==================== block 1
Figure 1. Clock routing (block 1).
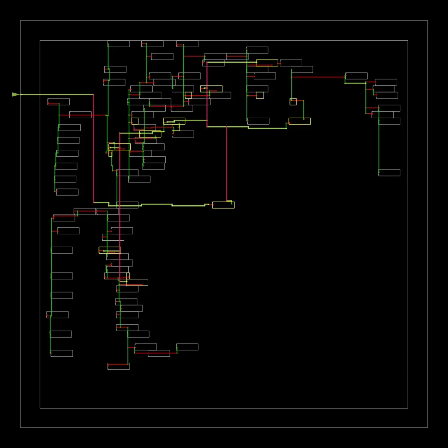

--- config.mk ---
export PLATFORM = sky130hd
export DESIGN_NAME = sprite_renderer_flat
export DESIGN_NICKNAME = d
export VERILOG_FILES = /design/src/rtl/sprite_renderer_if.sv /design/src/rtl/sprite_renderer.sv /design/src/flat_wrapper.sv
export SDC_FILE = /design/constraint.sdc
export NUM_CORES = 1
export LEC_CHECK = 0
export ABC_CLOCK_PERIOD_IN_PS = 8400
export CAP_MARGIN = 20
export CORE_MARGIN = 8
export CORE_UTILIZATION = 35
export DETAILED_ROUTE_END_ITERATION = 6
export GPL_ROUTABILITY_DRIVEN = 0
export MAX_ROUTING_LAYER = met4
export PLACE_DENSITY = 0.64
export SLEW_MARGIN = 20
export SYNTH_ARGS = -nofsm -noshare
export SYNTH_HDL_FRONTEND = slang
export SYNTH_SLANG_ARGS = --single-unit
export TNS_END_PERCENT = 5
--- constraint.sdc ---
create_clock -name clk -period 8.4 [get_ports clk]
set_clock_uncertainty 0.05 [all_clocks]
set_input_delay 1.26 -clock clk [delete_from_list [all_inputs] [get_ports clk]]
set_output_delay 1.26 -clock clk [all_outputs]
set_load 0.05 [all_outputs]
--- src/rtl/sprite_renderer_if.sv ---
// sprite_renderer_if: scan position, sprite placement, animation controls and
// the registered sheet address / hit outputs of one sprite layer.
// master = the video timing / sprite control side, slave = the renderer.
interface sprite_renderer_if #(
  parameter int ADDR_W = 17,
  parameter int FIDX_W = 3
);
  logic              frame_tick;
  logic [9:0]        h_cnt;
  logic [9:0]        v_cnt;
  logic [8:0]        sprite_x;
  logic [8:0]        sprite_y;
  logic [8:0]        base_x;
  logic [8:0]        base_y;
  logic              anim_en;
  logic              anim_rst;
  logic              flip;
  logic [ADDR_W-1:0] pixel_addr;
  logic              is_object;
  logic [FIDX_W-1:0] frame_idx;

  modport master (
    output frame_tick, h_cnt, v_cnt, sprite_x, sprite_y, base_x, base_y,
           anim_en, anim_rst, flip,
    input  pixel_addr, is_object, frame_idx
  );

  modport slave (
    input  frame_tick, h_cnt, v_cnt, sprite_x, sprite_y, base_x, base_y,
           anim_en, anim_rst, flip,
    output pixel_addr, is_object, frame_idx
  );
endinterface

--- src/rtl/sprite_renderer.sv ---
// sprite_renderer: converts the VGA scan position into a sprite-sheet ROM
// address and a hit flag for one sprite. Two-stage pipeline (latency 2,
// one pixel per clock). Placement and flip are shadowed on frame_tick so a
// mid-frame update never tears; animation steps every FRAME_DIV ticks.
// Optional feature macro: SPRITE_FLIP_EN (horizontal mirroring). When it is
// undefined the flip input is ignored and no mirror logic is built.
module sprite_renderer #(
  parameter int SPR_W       = 10,
  parameter int SPR_H       = 10,
  parameter int N_FRAMES    = 8,
  parameter int FRAME_DIV   = 6,
  parameter int SHEET_W     = 360,
  parameter int SHEET_DEPTH = 86400,
  parameter int ADDR_W      = 17
) (
  input  logic               clk,
  input  logic               rst_n,
  sprite_renderer_if.slave   bus
);

  localparam int FIDX_W = (N_FRAMES  > 1) ? $clog2(N_FRAMES)  : 1;
  localparam int DIV_W  = (FRAME_DIV > 1) ? $clog2(FRAME_DIV) : 1;
  // Headroom over ADDR_W so (base_y+oy)*SHEET_W never overflows before the modulo.
  localparam int RAW_W  = ADDR_W + 4;

  // Reduce a raw sheet offset into the ROM address range.
  function automatic logic [ADDR_W-1:0] wrap_addr(input logic [RAW_W-1:0] raw);
    logic [RAW_W-1:0] m;
    m = raw % RAW_W'(SHEET_DEPTH);
    return m[ADDR_W-1:0];
  endfunction

  // Frame-synchronous shadow copies of the placement inputs.
  logic [8:0] sx_q, sy_q, bx_q, by_q;

  // Animation state.
  logic [DIV_W-1:0]  div_q,  div_d;
  logic [FIDX_W-1:0] fidx_q, fidx_d;

  // Stage 1 next-state and registers.
  logic              hit_p1_d, hit_p1_q;
  logic [8:0]        dx_p1_d,  dx_p1_q;
  logic [8:0]        oy_p1_d,  oy_p1_q;
  logic [FIDX_W-1:0] fidx_p1_q;

  // Stage 2 next-state and output registers.
  logic [RAW_W-1:0]  raw_p2;
  logic [ADDR_W-1:0] addr_p2_d, addr_p2_q;
  logic              obj_p2_q;

  // Scan position in half-res coordinates; the LSBs only select sub-pixels.
  logic [8:0] x, y;
  logic [8:0] ox;
  logic       unused_lsb;
  assign x          = bus.h_cnt[9:1];
  assign y          = bus.v_cnt[9:1];
  assign unused_lsb = bus.h_cnt[0] ^ bus.v_cnt[0];

`ifdef SPRITE_FLIP_EN
  logic flip_q;

  // Shadow the mirror control together with the placement.
  always_ff @(posedge clk or negedge rst_n) begin
    if (!rst_n)              flip_q <= 1'b0;
    else if (bus.frame_tick) flip_q <= bus.flip;
  end
`else
  logic unused_flip;
  assign unused_flip = bus.flip;
`endif

  // Load the shadow placement registers at the start of vertical blank.
  always_ff @(posedge clk or negedge rst_n) begin
    if (!rst_n) begin
      sx_q <= '0;
      sy_q <= '0;
      bx_q <= '0;
      by_q <= '0;
    end else if (bus.frame_tick) begin
      sx_q <= bus.sprite_x;
      sy_q <= bus.sprite_y;
      bx_q <= bus.base_x;
      by_q <= bus.base_y;
    end
  end

  // Animation divider and frame counter; anim_rst wins over a same-cycle tick.
  always_comb begin
    div_d  = div_q;
    fidx_d = fidx_q;
    if (bus.anim_rst) begin
      div_d  = '0;
      fidx_d = '0;
    end else if (bus.frame_tick && bus.anim_en) begin
      if (div_q == DIV_W'(FRAME_DIV - 1)) begin
        div_d  = '0;
        fidx_d = (fidx_q == FIDX_W'(N_FRAMES - 1)) ? '0 : fidx_q + FIDX_W'(1);
      end else begin
        div_d  = div_q + DIV_W'(1);
      end
    end
  end

  // Animation state register.
  always_ff @(posedge clk or negedge rst_n) begin
    if (!rst_n) begin
      div_q  <= '0;
      fidx_q <= '0;
    end else begin
      div_q  <= div_d;
      fidx_q <= fidx_d;
    end
  end

  // ---- stage 1: hit test and sprite-local offsets ----
  // Hit test on zero-extended 10-bit operands so sx+SPR_W never wraps at the edge.
  always_comb begin
    logic [9:0] x_e, y_e, sx_e, sy_e;
    x_e      = {1'b0, x};
    y_e      = {1'b0, y};
    sx_e     = {1'b0, sx_q};
    sy_e     = {1'b0, sy_q};
    hit_p1_d = (x_e >= sx_e) && (x_e < sx_e + 10'(SPR_W)) &&
               (y_e >= sy_e) && (y_e < sy_e + 10'(SPR_H));
    ox       = x - sx_q;
    oy_p1_d  = y - sy_q;
`ifdef SPRITE_FLIP_EN
    dx_p1_d  = flip_q ? (9'(SPR_W - 1) - ox) : ox;
`else
    dx_p1_d  = ox;
`endif
  end

  // Stage 1 pipeline register, including a snapshot of the current frame.
  always_ff @(posedge clk or negedge rst_n) begin
    if (!rst_n) begin
      hit_p1_q  <= 1'b0;
      dx_p1_q   <= '0;
      oy_p1_q   <= '0;
      fidx_p1_q <= '0;
    end else begin
      hit_p1_q  <= hit_p1_d;
      dx_p1_q   <= dx_p1_d;
      oy_p1_q   <= oy_p1_d;
      fidx_p1_q <= fidx_q;
    end
  end

  // ---- stage 2: sheet address ----
  // Row from base_y+oy, column from base_x + frame strip offset + dx; zero on miss.
  always_comb begin
    raw_p2    = (RAW_W'(by_q) + RAW_W'(oy_p1_q)) * RAW_W'(SHEET_W)
              + RAW_W'(bx_q)
              + RAW_W'(fidx_p1_q) * RAW_W'(SPR_W)
              + RAW_W'(dx_p1_q);
    addr_p2_d = hit_p1_q ? wrap_addr(raw_p2) : '0;
  end

  // Stage 2 output register.
  always_ff @(posedge clk or negedge rst_n) begin
    if (!rst_n) begin
      addr_p2_q <= '0;
      obj_p2_q  <= 1'b0;
    end else begin
      addr_p2_q <= addr_p2_d;
      obj_p2_q  <= hit_p1_q;
    end
  end

  assign bus.pixel_addr = addr_p2_q;
  assign bus.is_object  = obj_p2_q;
  assign bus.frame_idx  = fidx_q;

endmodule

--- src/flat_wrapper.sv ---
// flat-port wrapper written by rule: the top's interface ports become plain ports
module sprite_renderer_flat 
#(
  parameter int SPR_W       = 10,
  parameter int SPR_H       = 10,
  parameter int N_FRAMES    = 8,
  parameter int FRAME_DIV   = 6,
  parameter int SHEET_W     = 360,
  parameter int SHEET_DEPTH = 86400,
  parameter int ADDR_W      = 17
)
  (clk, rst_n, bus_frame_tick, bus_h_cnt, bus_v_cnt, bus_sprite_x, bus_sprite_y, bus_base_x, bus_base_y, bus_anim_en, bus_anim_rst, bus_flip, bus_pixel_addr, bus_is_object, bus_frame_idx);
  sprite_renderer_if #(.ADDR_W(ADDR_W), .FIDX_W(3)) bus_i ();
  input  logic clk;
  input  logic rst_n;
  input wire logic [$bits(bus_i.frame_tick)-1:0] bus_frame_tick;
  input wire logic [$bits(bus_i.h_cnt)-1:0] bus_h_cnt;
  input wire logic [$bits(bus_i.v_cnt)-1:0] bus_v_cnt;
  input wire logic [$bits(bus_i.sprite_x)-1:0] bus_sprite_x;
  input wire logic [$bits(bus_i.sprite_y)-1:0] bus_sprite_y;
  input wire logic [$bits(bus_i.base_x)-1:0] bus_base_x;
  input wire logic [$bits(bus_i.base_y)-1:0] bus_base_y;
  input wire logic [$bits(bus_i.anim_en)-1:0] bus_anim_en;
  input wire logic [$bits(bus_i.anim_rst)-1:0] bus_anim_rst;
  input wire logic [$bits(bus_i.flip)-1:0] bus_flip;
  output wire logic [$bits(bus_i.pixel_addr)-1:0] bus_pixel_addr;
  output wire logic [$bits(bus_i.is_object)-1:0] bus_is_object;
  output wire logic [$bits(bus_i.frame_idx)-1:0] bus_frame_idx;
  assign bus_i.frame_tick = bus_frame_tick;
  assign bus_i.h_cnt = bus_h_cnt;
  assign bus_i.v_cnt = bus_v_cnt;
  assign bus_i.sprite_x = bus_sprite_x;
  assign bus_i.sprite_y = bus_sprite_y;
  assign bus_i.base_x = bus_base_x;
  assign bus_i.base_y = bus_base_y;
  assign bus_i.anim_en = bus_anim_en;
  assign bus_i.anim_rst = bus_anim_rst;
  assign bus_i.flip = bus_flip;
  assign bus_pixel_addr = bus_i.pixel_addr;
  assign bus_is_object = bus_i.is_object;
  assign bus_frame_idx = bus_i.frame_idx;
  sprite_renderer #(.SPR_W(SPR_W), .SPR_H(SPR_H), .N_FRAMES(N_FRAMES), .FRAME_DIV(FRAME_DIV), .SHEET_W(SHEET_W), .SHEET_DEPTH(SHEET_DEPTH), .ADDR_W(ADDR_W)) u_core (.clk(clk), .rst_n(rst_n), .bus(bus_i));
endmodule
==================== block 2
===== src/rtl/huffman_control_if.sv =====
// Token output channel of the Huffman decoder sequencer: one {run, size, coeff, index, eob}
// token per decoded symbol, transferred on out_valid & out_ready.
interface huffman_control_if;
  logic       out_valid;
  logic       out_ready;
  logic [3:0] out_run;
  logic [3:0] out_size;
  logic [9:0] out_coeff;
  logic [5:0] out_index;
  logic       out_eob;

  modport master (
    output out_valid, out_run, out_size, out_coeff, out_index, out_eob,
    input  out_ready
  );

  modport slave (
    input  out_valid, out_run, out_size, out_coeff, out_index, out_eob,
    output out_ready
  );
endinterface


===== src/rtl/huffman_control.sv =====
// Huffman decoder sequencer: walks code bits, looks up run/size, collects coefficient bits,
// and emits one token per symbol while tracking the position inside the 8x8 block.
module huffman_control #(
  parameter int MAX_CODE_LEN = 9,
  parameter int BLOCK_SIZE   = 64
) (
  input  logic              phi1,
  input  logic              reset,
  input  logic              bit_valid_s1,
  output logic              bit_ready_s1,
  output logic              reset_sr_s2,
  output logic              coeff_en_b_s2,
  input  logic              match_s1,
  output logic [3:0]        code_length_s1,
  input  logic [3:0]        coeff_size_v1,
  input  logic [3:0]        run_length_v1,
  input  logic [9:0]        coefficient_s2,
  huffman_control_if.master tok,
  output logic              error
);

  localparam logic [3:0] MAX_LEN = 4'(MAX_CODE_LEN);
  localparam logic [6:0] BLK     = 7'(BLOCK_SIZE);

  typedef enum logic [2:0] {
    S_CODE,
    S_LOOKUP,
    S_COEFF,
    S_CAPT,
    S_OUTPUT,
    S_ERROR
  } state_t;

  state_t     state, state_d;
  logic [3:0] code_len;
  logic [3:0] remaining;
  logic       first_bit;
  logic [5:0] index;

  logic [3:0] run_p1;
  logic [3:0] size_p1;
  logic [9:0] coeff_p2;
  logic [5:0] idx_p1;
  logic       eob_p1;

  logic       code_hit;
  logic       accept;
  logic       handshake;
  logic       entering;
  logic [6:0] idx_sum;

  // ZRL carries run=15, so run+1 already yields the 16-position skip.
  function automatic logic [6:0] next_index(input logic [5:0] idx, input logic [3:0] run,
                                            input logic eob);
    if (eob) next_index = 7'd0;
    else     next_index = {1'b0, idx} + {3'b000, run} + 7'd1;
  endfunction

  function automatic logic [5:0] wrap_index(input logic [6:0] sum);
    wrap_index = (sum >= BLK) ? 6'd0 : sum[5:0];
  endfunction

  // match_s1 reflects the bits shifted on the previous edge, so it is only meaningful from length 2.
  assign code_hit       = (code_len >= 4'd2) && match_s1;

  always_comb begin
    bit_ready_s1 = 1'b0;
    if (bit_valid_s1) begin
      if (state == S_CODE)       bit_ready_s1 = !code_hit;
      else if (state == S_COEFF) bit_ready_s1 = 1'b1;
    end
  end

  assign accept         = bit_ready_s1;
  assign reset_sr_s2    = bit_ready_s1 && first_bit;
  assign coeff_en_b_s2  = (state != S_COEFF);
  assign code_length_s1 = code_len;
  assign error          = (state == S_ERROR);
  assign handshake      = (state == S_OUTPUT) && tok.out_ready;
  assign idx_sum        = next_index(index, run_p1, eob_p1);
  assign entering       = (state_d != state) && ((state_d == S_CODE) || (state_d == S_COEFF));

  assign tok.out_valid  = (state == S_OUTPUT);
  assign tok.out_run    = run_p1;
  assign tok.out_size   = size_p1;
  assign tok.out_coeff  = coeff_p2;
  assign tok.out_index  = idx_p1;
  assign tok.out_eob    = eob_p1;

  always_ff @(posedge phi1 or posedge reset) begin
    if (reset) state <= S_CODE;
    else       state <= state_d;
  end

  always_comb begin
    state_d = state;
    case (state)
      S_CODE: begin
        if (code_hit)                 state_d = S_LOOKUP;
        else if (code_len == MAX_LEN) state_d = S_ERROR;
      end
      S_LOOKUP: begin
        if (coeff_size_v1 != 4'd0)                                  state_d = S_COEFF;
        else if ((run_length_v1 == 4'd0) || (run_length_v1 == 4'd15)) state_d = S_OUTPUT;
        else                                                        state_d = S_ERROR;
      end
      S_COEFF: begin
        if (accept && (remaining == 4'd1)) state_d = S_CAPT;
      end
      S_CAPT:   state_d = S_OUTPUT;
      S_OUTPUT: begin
        if (handshake) state_d = (idx_sum > BLK) ? S_ERROR : S_CODE;
      end
      S_ERROR:  state_d = S_ERROR;
      default:  state_d = S_ERROR;
    endcase
  end

  // ---- stage p0: sequencing counters ----
  always_ff @(posedge phi1 or posedge reset) begin
    if (reset) begin
      code_len  <= 4'd0;
      remaining <= 4'd0;
      first_bit <= 1'b1;
      index     <= 6'd0;
    end else begin
      if (state == S_LOOKUP)
        code_len <= 4'd0;
      else if ((state == S_CODE) && accept && (code_len < MAX_LEN))
        code_len <= code_len + 4'd1;

      if (state == S_LOOKUP)
        remaining <= coeff_size_v1;
      else if ((state == S_COEFF) && accept)
        remaining <= remaining - 4'd1;

      if (entering)    first_bit <= 1'b1;
      else if (accept) first_bit <= 1'b0;

      if (handshake) index <= wrap_index(idx_sum);
    end
  end

  // ---- stage p1: token header from the Table 2 lookup ----
  always_ff @(posedge phi1 or posedge reset) begin
    if (reset) begin
      run_p1  <= 4'd0;
      size_p1 <= 4'd0;
      idx_p1  <= 6'd0;
      eob_p1  <= 1'b0;
    end else if (state == S_LOOKUP) begin
      run_p1  <= run_length_v1;
      size_p1 <= coeff_size_v1;
      idx_p1  <= index + {2'b00, run_length_v1};
      eob_p1  <= (coeff_size_v1 == 4'd0) && (run_length_v1 == 4'd0);
    end
  end

  // ---- stage p2: coefficient latched once the datapath has the final bit ----
  always_ff @(posedge phi1 or posedge reset) begin
    if (reset)                  coeff_p2 <= 10'd0;
    else if (state == S_LOOKUP) coeff_p2 <= 10'd0;
    else if (state == S_CAPT)   coeff_p2 <= coefficient_s2;
  end

endmodule


===== src/flat_wrapper.sv =====
// flat-port wrapper written by rule: the top's interface ports become plain ports
module huffman_control_flat 
#(
  parameter int MAX_CODE_LEN = 9,
  parameter int BLOCK_SIZE   = 64
)
  (phi1, reset, bit_valid_s1, bit_ready_s1, reset_sr_s2, coeff_en_b_s2, match_s1, code_length_s1, coeff_size_v1, run_length_v1, coefficient_s2, error, tok_out_valid, tok_out_run, tok_out_size, tok_out_coeff, tok_out_index, tok_out_eob, tok_out_ready);
  huffman_control_if tok_i ();
  input  logic phi1;
  input  logic reset;
  input  logic bit_valid_s1;
  output logic bit_ready_s1;
  output logic reset_sr_s2;
  output logic coeff_en_b_s2;
  input  logic match_s1;
  output logic [3:0] code_length_s1;
  input  logic [3:0] coeff_size_v1;
  input  logic [3:0] run_length_v1;
  input  logic [9:0] coefficient_s2;
  output logic error;
  output wire logic [$bits(tok_i.out_valid)-1:0] tok_out_valid;
  output wire logic [$bits(tok_i.out_run)-1:0] tok_out_run;
  output wire logic [$bits(tok_i.out_size)-1:0] tok_out_size;
  output wire logic [$bits(tok_i.out_coeff)-1:0] tok_out_coeff;
  output wire logic [$bits(tok_i.out_index)-1:0] tok_out_index;
  output wire logic [$bits(tok_i.out_eob)-1:0] tok_out_eob;
  input wire logic [$bits(tok_i.out_ready)-1:0] tok_out_ready;
  assign tok_out_valid = tok_i.out_valid;
  assign tok_out_run = tok_i.out_run;
  assign tok_out_size = tok_i.out_size;
  assign tok_out_coeff = tok_i.out_coeff;
  assign tok_out_index = tok_i.out_index;
  assign tok_out_eob = tok_i.out_eob;
  assign tok_i.out_ready = tok_out_ready;
  huffman_control #(.MAX_CODE_LEN(MAX_CODE_LEN), .BLOCK_SIZE(BLOCK_SIZE)) u_core (.phi1(phi1), .reset(reset), .bit_valid_s1(bit_valid_s1), .bit_ready_s1(bit_ready_s1), .reset_sr_s2(reset_sr_s2), .coeff_en_b_s2(coeff_en_b_s2), .match_s1(match_s1), .code_length_s1(code_length_s1), .coeff_size_v1(coeff_size_v1), .run_length_v1(run_length_v1), .coefficient_s2(coefficient_s2), .tok(tok_i), .error(error));
endmodule

===== config.mk =====
export PLATFORM = sky130hd
export DESIGN_NAME = huffman_control_flat
export DESIGN_NICKNAME = d
export VERILOG_FILES = /design/src/rtl/huffman_control_if.sv /design/src/rtl/huffman_control.sv /design/src/flat_wrapper.sv
export SDC_FILE = /design/constraint.sdc
export NUM_CORES = 1
export LEC_CHECK = 0
export CORE_ASPECT_RATIO = 1.4
export CORE_UTILIZATION = 46
export CTS_BUF_LIST = sky130_fd_sc_hd__clkbuf_8
export DETAILED_ROUTE_END_ITERATION = 7
export PLACE_DENSITY = 0.85
export SLEW_MARGIN = 20
export SYNTH_ARGS = -nofsm -noshare
export SYNTH_HDL_FRONTEND = slang
export SYNTH_SLANG_ARGS = --single-unit

===== constraint.sdc =====
create_clock -name phi1 -period 2.1 [get_ports phi1]
set_input_delay 0.63 -clock phi1 [delete_from_list [all_inputs] [get_ports phi1]]
set_output_delay 0.63 -clock phi1 [all_outputs]
set_load 0.01 [all_outputs]

==================== block 3
===== src/rtl/alu_pkg.sv =====
// Shared ALU op encodings, RV opcode/funct constants and the instruction decoder.
package alu_pkg;

    localparam int unsigned OP_W  = 2;
    localparam int unsigned OPC_W = 7;
    localparam int unsigned F3_W  = 3;
    localparam int unsigned F7_W  = 7;

    typedef logic [OP_W-1:0] alu_op_t;

    localparam alu_op_t OP_AND = 2'b00;
    localparam alu_op_t OP_OR  = 2'b01;
    localparam alu_op_t OP_ADD = 2'b10;
    localparam alu_op_t OP_SUB = 2'b11;

    localparam logic [OPC_W-1:0] OPC_OP    = 7'b0110011;
    localparam logic [OPC_W-1:0] OPC_OPIMM = 7'b0010011;
    localparam logic [OPC_W-1:0] OPC_LOAD  = 7'b0000011;
    localparam logic [OPC_W-1:0] OPC_STORE = 7'b0100011;

    localparam logic [F7_W-1:0] F7_BASE = 7'b0000000;
    localparam logic [F7_W-1:0] F7_ALT  = 7'b0100000;

    localparam logic [F3_W-1:0] F3_ADD = 3'b000;
    localparam logic [F3_W-1:0] F3_OR  = 3'b110;
    localparam logic [F3_W-1:0] F3_AND = 3'b111;

    // Decoded control for one instruction; illegal ops keep op=AND and zero args.
    typedef struct packed {
        alu_op_t op;
        logic    illegal;
        logic    use_imm;
    } dec_t;

    function automatic dec_t decode(input logic [OPC_W-1:0] opcode,
                                    input logic [F3_W-1:0]  funct3,
                                    input logic [F7_W-1:0]  funct7);
        dec_t d;
        d.op      = OP_AND;
        d.illegal = 1'b1;
        d.use_imm = 1'b0;
        case (opcode)
            OPC_OP: begin
                if (funct7 == F7_BASE) begin
                    case (funct3)
                        F3_ADD: begin d.op = OP_ADD; d.illegal = 1'b0; end
                        F3_AND: begin d.op = OP_AND; d.illegal = 1'b0; end
                        F3_OR:  begin d.op = OP_OR;  d.illegal = 1'b0; end
                        default: ;
                    endcase
                end else if (funct7 == F7_ALT && funct3 == F3_ADD) begin
                    d.op      = OP_SUB;
                    d.illegal = 1'b0;
                end
            end
            OPC_OPIMM: begin
                d.use_imm = 1'b1;
                case (funct3)
                    F3_ADD: begin d.op = OP_ADD; d.illegal = 1'b0; end
                    F3_AND: begin d.op = OP_AND; d.illegal = 1'b0; end
                    F3_OR:  begin d.op = OP_OR;  d.illegal = 1'b0; end
                    default: ;
                endcase
            end
            OPC_LOAD, OPC_STORE: begin
                d.op      = OP_ADD;
                d.illegal = 1'b0;
                d.use_imm = 1'b1;
            end
            default: ;
        endcase
        return d;
    endfunction

endpackage


===== src/rtl/alu_issue_if.sv =====
// Issue-side and result-side handshake bundle for alu_issue.
interface alu_issue_if #(
    parameter int unsigned WIDTH = 64,
    parameter int unsigned CNT_W = 32
);
    logic             in_valid;
    logic             in_ready;
    logic [6:0]       in_opcode;
    logic [2:0]       in_funct3;
    logic [6:0]       in_funct7;
    logic [WIDTH-1:0] in_rs1;
    logic [WIDTH-1:0] in_rs2;
    logic [WIDTH-1:0] in_imm;
    logic             out_valid;
    logic             out_ready;
    logic [WIDTH-1:0] out_result;
    logic             out_illegal;
    logic [CNT_W-1:0] retired;

    modport master (
        output in_valid, in_opcode, in_funct3, in_funct7, in_rs1, in_rs2, in_imm, out_ready,
        input  in_ready, out_valid, out_result, out_illegal, retired
    );

    modport slave (
        input  in_valid, in_opcode, in_funct3, in_funct7, in_rs1, in_rs2, in_imm, out_ready,
        output in_ready, out_valid, out_result, out_illegal, retired
    );
endinterface


===== src/rtl/alu_issue_alu.sv =====
// Shared 2-bit-op combinational ALU; arithmetic wraps modulo 2^WIDTH.
module alu
    import alu_pkg::*;
#(
    parameter int unsigned WIDTH = 64
) (
    input  alu_op_t          op,
    input  logic [WIDTH-1:0] a,
    input  logic [WIDTH-1:0] b,
    output logic [WIDTH-1:0] y
);

    // Select the operation result.
    always_comb begin
        y = '0;
        case (op)
            OP_AND:  y = a & b;
            OP_OR:   y = a | b;
            OP_ADD:  y = a + b;
            OP_SUB:  y = a - b;
            default: y = '0;
        endcase
    end

endmodule


===== src/rtl/alu_issue.sv =====
// Two-stage execute front end: decode into an issue register, drive the ALU
// from it, register the result and hand it downstream.
module alu_issue
    import alu_pkg::*;
#(
    parameter int unsigned WIDTH = 64,
    parameter int unsigned CNT_W = 32
) (
    input  logic        clk,
    input  logic        rst,
    alu_issue_if.slave  bus
);

    dec_t             dec;
    logic [WIDTH-1:0] dec_arg1;
    logic [WIDTH-1:0] dec_arg2;

    logic             s1_valid;
    alu_op_t          s1_op;
    logic [WIDTH-1:0] s1_arg1;
    logic [WIDTH-1:0] s1_arg2;
    logic             s1_illegal;

    logic             out_valid_q;
    logic [WIDTH-1:0] out_result_q;
    logic             out_illegal_q;
    logic [CNT_W-1:0] retired_q;

    logic [WIDTH-1:0] alu_y;
    logic             s1_take;
    logic             s2_take;
    logic             out_hs;

    // Decode incoming instruction and select operands; illegal ops carry zero args.
    always_comb begin
        dec      = decode(bus.in_opcode, bus.in_funct3, bus.in_funct7);
        dec_arg1 = '0;
        dec_arg2 = '0;
        if (!dec.illegal) begin
            dec_arg1 = bus.in_rs1;
            dec_arg2 = dec.use_imm ? bus.in_imm : bus.in_rs2;
        end
    end

    // Handshake flow; in_ready looks through to out_ready so a draining s1 can refill.
    always_comb begin
        out_hs  = out_valid_q & bus.out_ready;
        s2_take = s1_valid & (~out_valid_q | bus.out_ready);
        s1_take = bus.in_valid & (~s1_valid | s2_take);
    end

    assign bus.in_ready    = ~s1_valid | s2_take;
    assign bus.out_valid   = out_valid_q;
    assign bus.out_result  = out_result_q;
    assign bus.out_illegal = out_illegal_q;
    assign bus.retired     = retired_q;

    alu #(.WIDTH(WIDTH)) u_alu (
        .op (s1_op),
        .a  (s1_arg1),
        .b  (s1_arg2),
        .y  (alu_y)
    );

    // Stage 1 issue register: reload on accept, empty when drained without refill.
    always_ff @(posedge clk or posedge rst) begin
        if (rst) begin
            s1_valid   <= 1'b0;
            s1_op      <= OP_AND;
            s1_arg1    <= '0;
            s1_arg2    <= '0;
            s1_illegal <= 1'b0;
        end else if (s1_take) begin
            s1_valid   <= 1'b1;
            s1_op      <= dec.op;
            s1_arg1    <= dec_arg1;
            s1_arg2    <= dec_arg2;
            s1_illegal <= dec.illegal;
        end else if (s2_take) begin
            s1_valid   <= 1'b0;
        end
    end

    // Stage 2 result register: load from ALU, hold while stalled, clear valid on a bare handshake.
    always_ff @(posedge clk or posedge rst) begin
        if (rst) begin
            out_valid_q   <= 1'b0;
            out_result_q  <= '0;
            out_illegal_q <= 1'b0;
        end else if (s2_take) begin
            out_valid_q   <= 1'b1;
            out_result_q  <= s1_illegal ? '0 : alu_y;
            out_illegal_q <= s1_illegal;
        end else if (out_hs) begin
            out_valid_q   <= 1'b0;
        end
    end

    // Saturating count of completed output handshakes.
    always_ff @(posedge clk or posedge rst) begin
        if (rst) begin
            retired_q <= '0;
        end else if (out_hs && (retired_q != {CNT_W{1'b1}})) begin
            retired_q <= retired_q + CNT_W'(1);
        end
    end

endmodule

===== src/flat_wrapper.sv =====
// flat-port wrapper written by rule: the top's interface ports become plain ports
module alu_issue_flat import alu_pkg::*;
#(
    parameter int unsigned WIDTH = 64,
    parameter int unsigned CNT_W = 32
)
  (clk, rst, bus_in_valid, bus_in_opcode, bus_in_funct3, bus_in_funct7, bus_in_rs1, bus_in_rs2, bus_in_imm, bus_out_ready, bus_in_ready, bus_out_valid, bus_out_result, bus_out_illegal, bus_retired);
  alu_issue_if #(.WIDTH(WIDTH), .CNT_W(CNT_W)) bus_i ();
  input  logic clk;
  input  logic rst;
  input wire logic [$bits(bus_i.in_valid)-1:0] bus_in_valid;
  input wire logic [$bits(bus_i.in_opcode)-1:0] bus_in_opcode;
  input wire logic [$bits(bus_i.in_funct3)-1:0] bus_in_funct3;
  input wire logic [$bits(bus_i.in_funct7)-1:0] bus_in_funct7;
  input wire logic [$bits(bus_i.in_rs1)-1:0] bus_in_rs1;
  input wire logic [$bits(bus_i.in_rs2)-1:0] bus_in_rs2;
  input wire logic [$bits(bus_i.in_imm)-1:0] bus_in_imm;
  input wire logic [$bits(bus_i.out_ready)-1:0] bus_out_ready;
  output wire logic [$bits(bus_i.in_ready)-1:0] bus_in_ready;
  output wire logic [$bits(bus_i.out_valid)-1:0] bus_out_valid;
  output wire logic [$bits(bus_i.out_result)-1:0] bus_out_result;
  output wire logic [$bits(bus_i.out_illegal)-1:0] bus_out_illegal;
  output wire logic [$bits(bus_i.retired)-1:0] bus_retired;
  assign bus_i.in_valid = bus_in_valid;
  assign bus_i.in_opcode = bus_in_opcode;
  assign bus_i.in_funct3 = bus_in_funct3;
  assign bus_i.in_funct7 = bus_in_funct7;
  assign bus_i.in_rs1 = bus_in_rs1;
  assign bus_i.in_rs2 = bus_in_rs2;
  assign bus_i.in_imm = bus_in_imm;
  assign bus_i.out_ready = bus_out_ready;
  assign bus_in_ready = bus_i.in_ready;
  assign bus_out_valid = bus_i.out_valid;
  assign bus_out_result = bus_i.out_result;
  assign bus_out_illegal = bus_i.out_illegal;
  assign bus_retired = bus_i.retired;
  alu_issue #(.WIDTH(WIDTH), .CNT_W(CNT_W)) u_core (.clk(clk), .rst(rst), .bus(bus_i));
endmodule

===== config.mk =====
export PLATFORM = sky130hd
export DESIGN_NAME = alu_issue_flat
export DESIGN_NICKNAME = d
export VERILOG_FILES = /design/src/rtl/alu_pkg.sv /design/src/rtl/alu_issue_if.sv /design/src/rtl/alu_issue_alu.sv /design/src/rtl/alu_issue.sv /design/src/flat_wrapper.sv
export SDC_FILE = /design/constraint.sdc
export NUM_CORES = 1
export LEC_CHECK = 0
export CAP_MARGIN = 20
export CELL_PAD_IN_SITES_DETAIL_PLACEMENT = 1
export CELL_PAD_IN_SITES_GLOBAL_PLACEMENT = 2
export CORE_MARGIN = 5
export CORE_UTILIZATION = 31
export DETAILED_ROUTE_END_ITERATION = 8
export GPL_TIMING_DRIVEN = 0
export HOLD_SLACK_MARGIN = 0.15
export PLACE_DENSITY = 0.81
export SLEW_MARGIN = 10
export SYNTH_ARGS = -nofsm -noshare
export SYNTH_HDL_FRONTEND = slang
export SYNTH_SLANG_ARGS = --single-unit

===== constraint.sdc =====
create_clock -name clk -period 10.9 [get_ports clk]
set_input_delay 2.18 -clock clk [delete_from_list [all_inputs] [get_ports clk]]
set_output_delay 2.18 -clock clk [all_outputs]
set_load 0.02 [all_outputs]

Figure 2. Signal metal coverage by tile (block 2).
13 x 17 tiles, from white (low) to dark blue (high), scaled to the fullest tile. Values are wire area over tile area, all layers added.
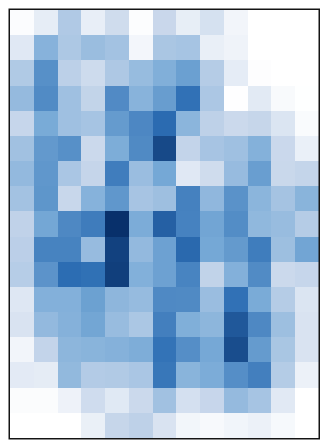
The mean over all tiles is 0.17. 28% of the tiles are over half the peak. The fullest tile reaches 0.47. The emptiest ninth of the die: north-east.
Post-Route WL: 6070 um
number of vias after detailed routing: 2227
routed wire length per instance: 14.1 um
GRT Overall Usage: 24.1%

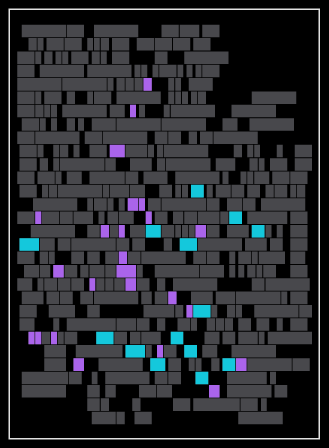
Figure 3: block 2, selected gate families.
Key: cyan = non-inverting ao/oa cells [cells 14]; purple = nor cells [cells 24]
non-filler cells, final: 432
combinational fraction of the cell area: 36.4%
most numerous logic cell after layout: sky130_fd_sc_hd__nand2_1

==> flow_summary.ini, block 2 <==
; physical design summary
[critical_path]
ff2ff_path_depth = 6
crit_end = reset_sr_s2
crit_fanout = 2
crit_path_max_incr_delay_ns = 0.37
timing.rr.start = u_core.index[1]$_DFFE_PP0P_

[timing]
clock_skew_ns = 0.00717
count_of_final_setup_violators = 2
finalCritPeriodShare_pct = 112
slew_violations = 0
layout_setup_ws_ns = -0.251

[yosys]
synthDominantAreaCellType = sky130_fd_sc_hd__dfrtp_1
synth_stat.cells = 263
mappedNetlistNets = 302
yosysChipArea_mm2 = 0.00239

[placed_design]
placed_cells = 417
gp_congestion = 0.814
placed_area_mm2 = 0.00333
numPortBuffers = 56

[cells_and_area]
seqCellArea_mm2 = 0.00108
num-nonclk-inverters = 17
non_clock_buffer_share_of_cell_area_pct = 26.8

[outcome]
violations_in_the_final_reports = negative setup slack
run_status = finished with violations

[drt]
dr.first_iter.drc_count = 80
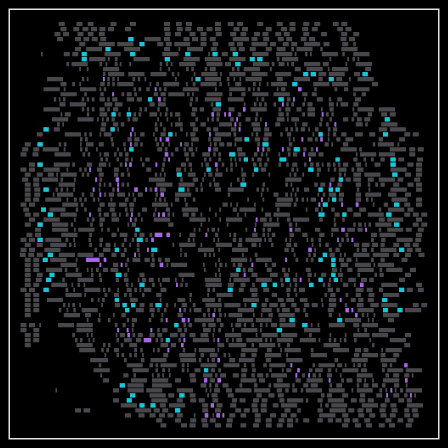
Figure 4: block 3, selected gate families.
Key: cyan = non-inverting ao/oa cells [cells 114, where all over the die]; purple = nor cells [cells 120]
most numerous logic cell after layout: sky130_fd_sc_hd__clkdlybuf4s50_1
non-filler cells, final: 2780

==> flow_summary.ini, block 3 <==
; physical design summary
[drt]
drc_errors = 0
met2_wirelength_um = 31400
drt-vias-per-instance = 5.41
detail_route.wirelength.met1_um = 28800
routed_wire_length_per_instance_um = 23.1
met3_layer_wire_length_in_the_routed_design_um = 2870

[die]
tap_cells = 664
std_cell_rows = 81

[yosys]
synth.distinct_cells = 66
mux_area_share_pct = 4.47
topCellsByArea = sky130_fd_sc_hd__dfrtp_1 38%, sky130_fd_sc_hd__o21ai_0 7.7%, sky130_fd_sc_hd__ha_1 5.5%
yosys.area_share.simple_pct = 13.4
yosysChipArea_mm2 = 0.0153
adder_share_pct = 7.26

[timing]
worstMarginPinSlew_ns = 1.13
count_of_final_setup_violators = 0
finalCritPeriodShare_pct = 59.2

[critical_path]
crit_end = u_core.bus.out_result[59]$_DFFE_PP0P_
timing.critical_path.buf_inv = 3
timing.rr.start = u_core.s1_op[1]$_DFFE_PP0P_
end_kind = register
crit_path_max_incr_delay_ns = 0.82
crit_arrival_ns = 6.95
required_ns = 11.40

[outcome]
run_status = finished, final reports clean

[global_routing]
globalRouteMet3Util_pct = 2.73
use_met1_pct = 31.1
grt_pass1_vias = 15800

[clock_network]
worst_setup_hold_path_clk_slew_ns = 0.06
insertion_delay_ns = 0.58
number_of_cells_upsized_or_downsized_after_cts = 0

[cells_and_area]
layout.clock_buffers = 41

[placed_design]
dp_hpwl_um = 50000
gp_congestion = 0.921

[min_path]
hold_path_end = u_core.bus.out_result[0]$_DFFE_PP0P_
min_path_cells = 2
## block 3: metrics by stage
step / std cells / TNS [ns] / utilization [%] / setup slack (ns)
finish: 2780 / 0 / 41.6 / 4.45
global placement: 2720 / -184.01 / 39.3 / -0.828
global route: 2780 / 0 / 41.6 / 4.19
floorplan: 1745 / 0 / - / 2.42
detailed placement: 2725 / 0 / 39.5 / 4.47
CTS: 2779 / 0 / 41.6 / 4.44
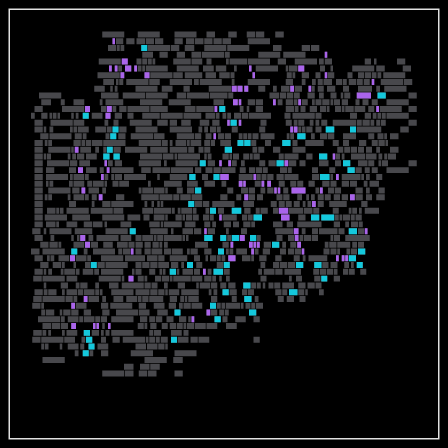
Figure 5: block 1, selected gate families.
Key: purple = nor cells [cells 92]; cyan = non-inverting ao/oa cells [cells 65]
combinational fraction of the cell area: 55.3%
most numerous logic cell after layout: sky130_fd_sc_hd__buf_4

About Figure 1:
clk sink count: 82
Clk Latency, worst-skew pair: 0.35 ns
number of buffers added by the clock tree synthesis step: 9

==> flow_summary.ini, block 1 <==
; physical design summary
[global_routing]
grt_pass1_vias = 7894

[outcome]
run_status = finished with violations
violations_in_the_final_reports = negative setup slack

[timing]
count_of_final_setup_violators = 10
layout_setup_ws_ns = -0.190

[yosys]
topCellsByArea = sky130_fd_sc_hd__dfrtp_1 24%, sky130_fd_sc_hd__ha_1 14%, sky130_fd_sc_hd__fa_1 6.4%
ys_seq_elements = 82
mappedNetlistNets = 1108

[critical_path]
timing.critical_path.buf_inv = 6

[cells_and_area]
diodes = 0
largest_register_ffs = 17

[drt]
wl_um = 20200
route.top_layer_used = met4
dr.first_iter.drc_count = 230

[clock_network]
cts_setup_buffers = 3
worst_setup_hold_path_clk_slew_ns = 0.07

[die]
io_pins = 83
core_region_area_mm2 = 0.0240

[placed_design]
placed_cells = 1470
==> block 1: final cells by class <==
type,instances,area (um2),area share [%]
flip-flops and latches,82,2050,18.1
inverters,74,278,2.45
clock buffers,11,233,2.05
well taps,324,405,3.58
multi-input cells,747,6270,55.3
clock inverters,5,40.0,0.354
repair buffers,246,2050,18.1
==> block 1: logic make-up (layout without fill, tap and decap cells) <==
family	after synthesis	after routing	synth area share, %
DFF	82	82	24.2
xor gates and xnor gates	86	86	9.15
and+or+nand+nor	237	237	14.4
muxes	34	34	4.40
adders and majority gates	120	120	20.1
buffers and inverters	98	336	4.63
AOI/OAI and AO/OA	270	270	23.2


## Gallery

Layout detail.
(a)
The bar under the picture is 5 um long. Window x 76 to 96, y 110 to 130 um. Cells in grey, sequential cells in the stronger grey; small squares are vias.
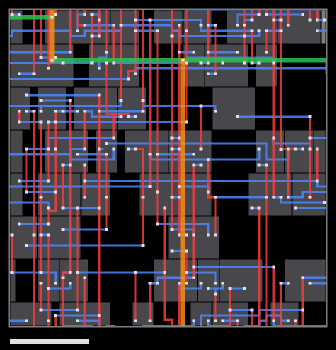
(b)
The bar under the picture is 5 um long. Window x 106 to 126, y 152 to 172 um. Cells in grey, sequential cells in the stronger grey; small squares are vias.
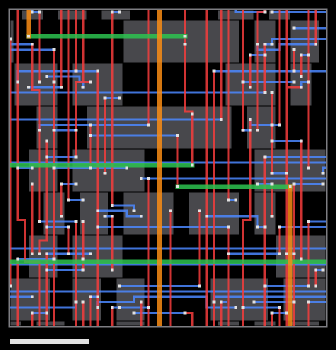
(c)
The bar under the picture is 5 um long. Window x 21 to 41, y 51 to 71 um. Cells in grey, sequential cells in the stronger grey; small squares are vias.
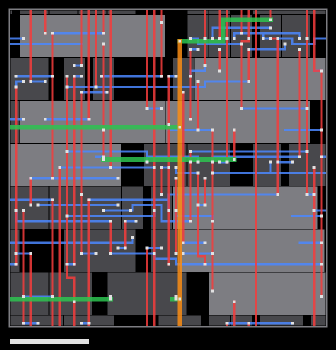
| from | picture |
|---|---|
| block 1 | (a) |
| block 2 | (c) |
| block 3 | (b) |
Of these, largest die: (b)
Of these, smallest die: (c)

Key to (a):
Key: blue = metal 1; green = metal 3; orange = metal 4; red = metal 2
Sequential cells in the window: 0. 42 logic cells have their middle in the window. Most frequent: buf_4 (7), a21oi_1 (6), nor2_1 (5).


==> layout pictures side by side <==
Ports around the boundary.
Plate I
The bar under the picture is 50 um long. Pins as bars across the die edge, other pins in grey.
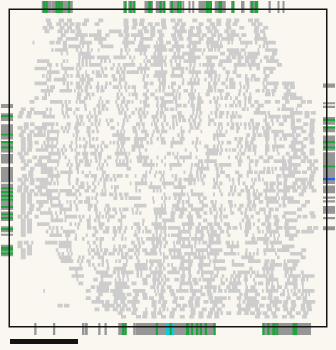
Plate II
The bar under the picture is 50 um long. Pins as bars across the die edge, other pins in grey.
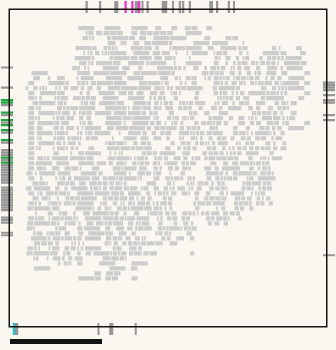
Plate III
The bar under the picture is 20 um long. Pins as bars across the die edge, other pins in grey.
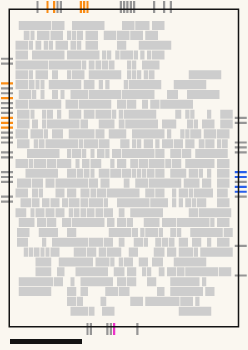
Block 1 is Plate II.
Block 3 is Plate I.
Block 2 is Plate III.
Of these, fewest pins: Plate III
Of these, smallest die: Plate III

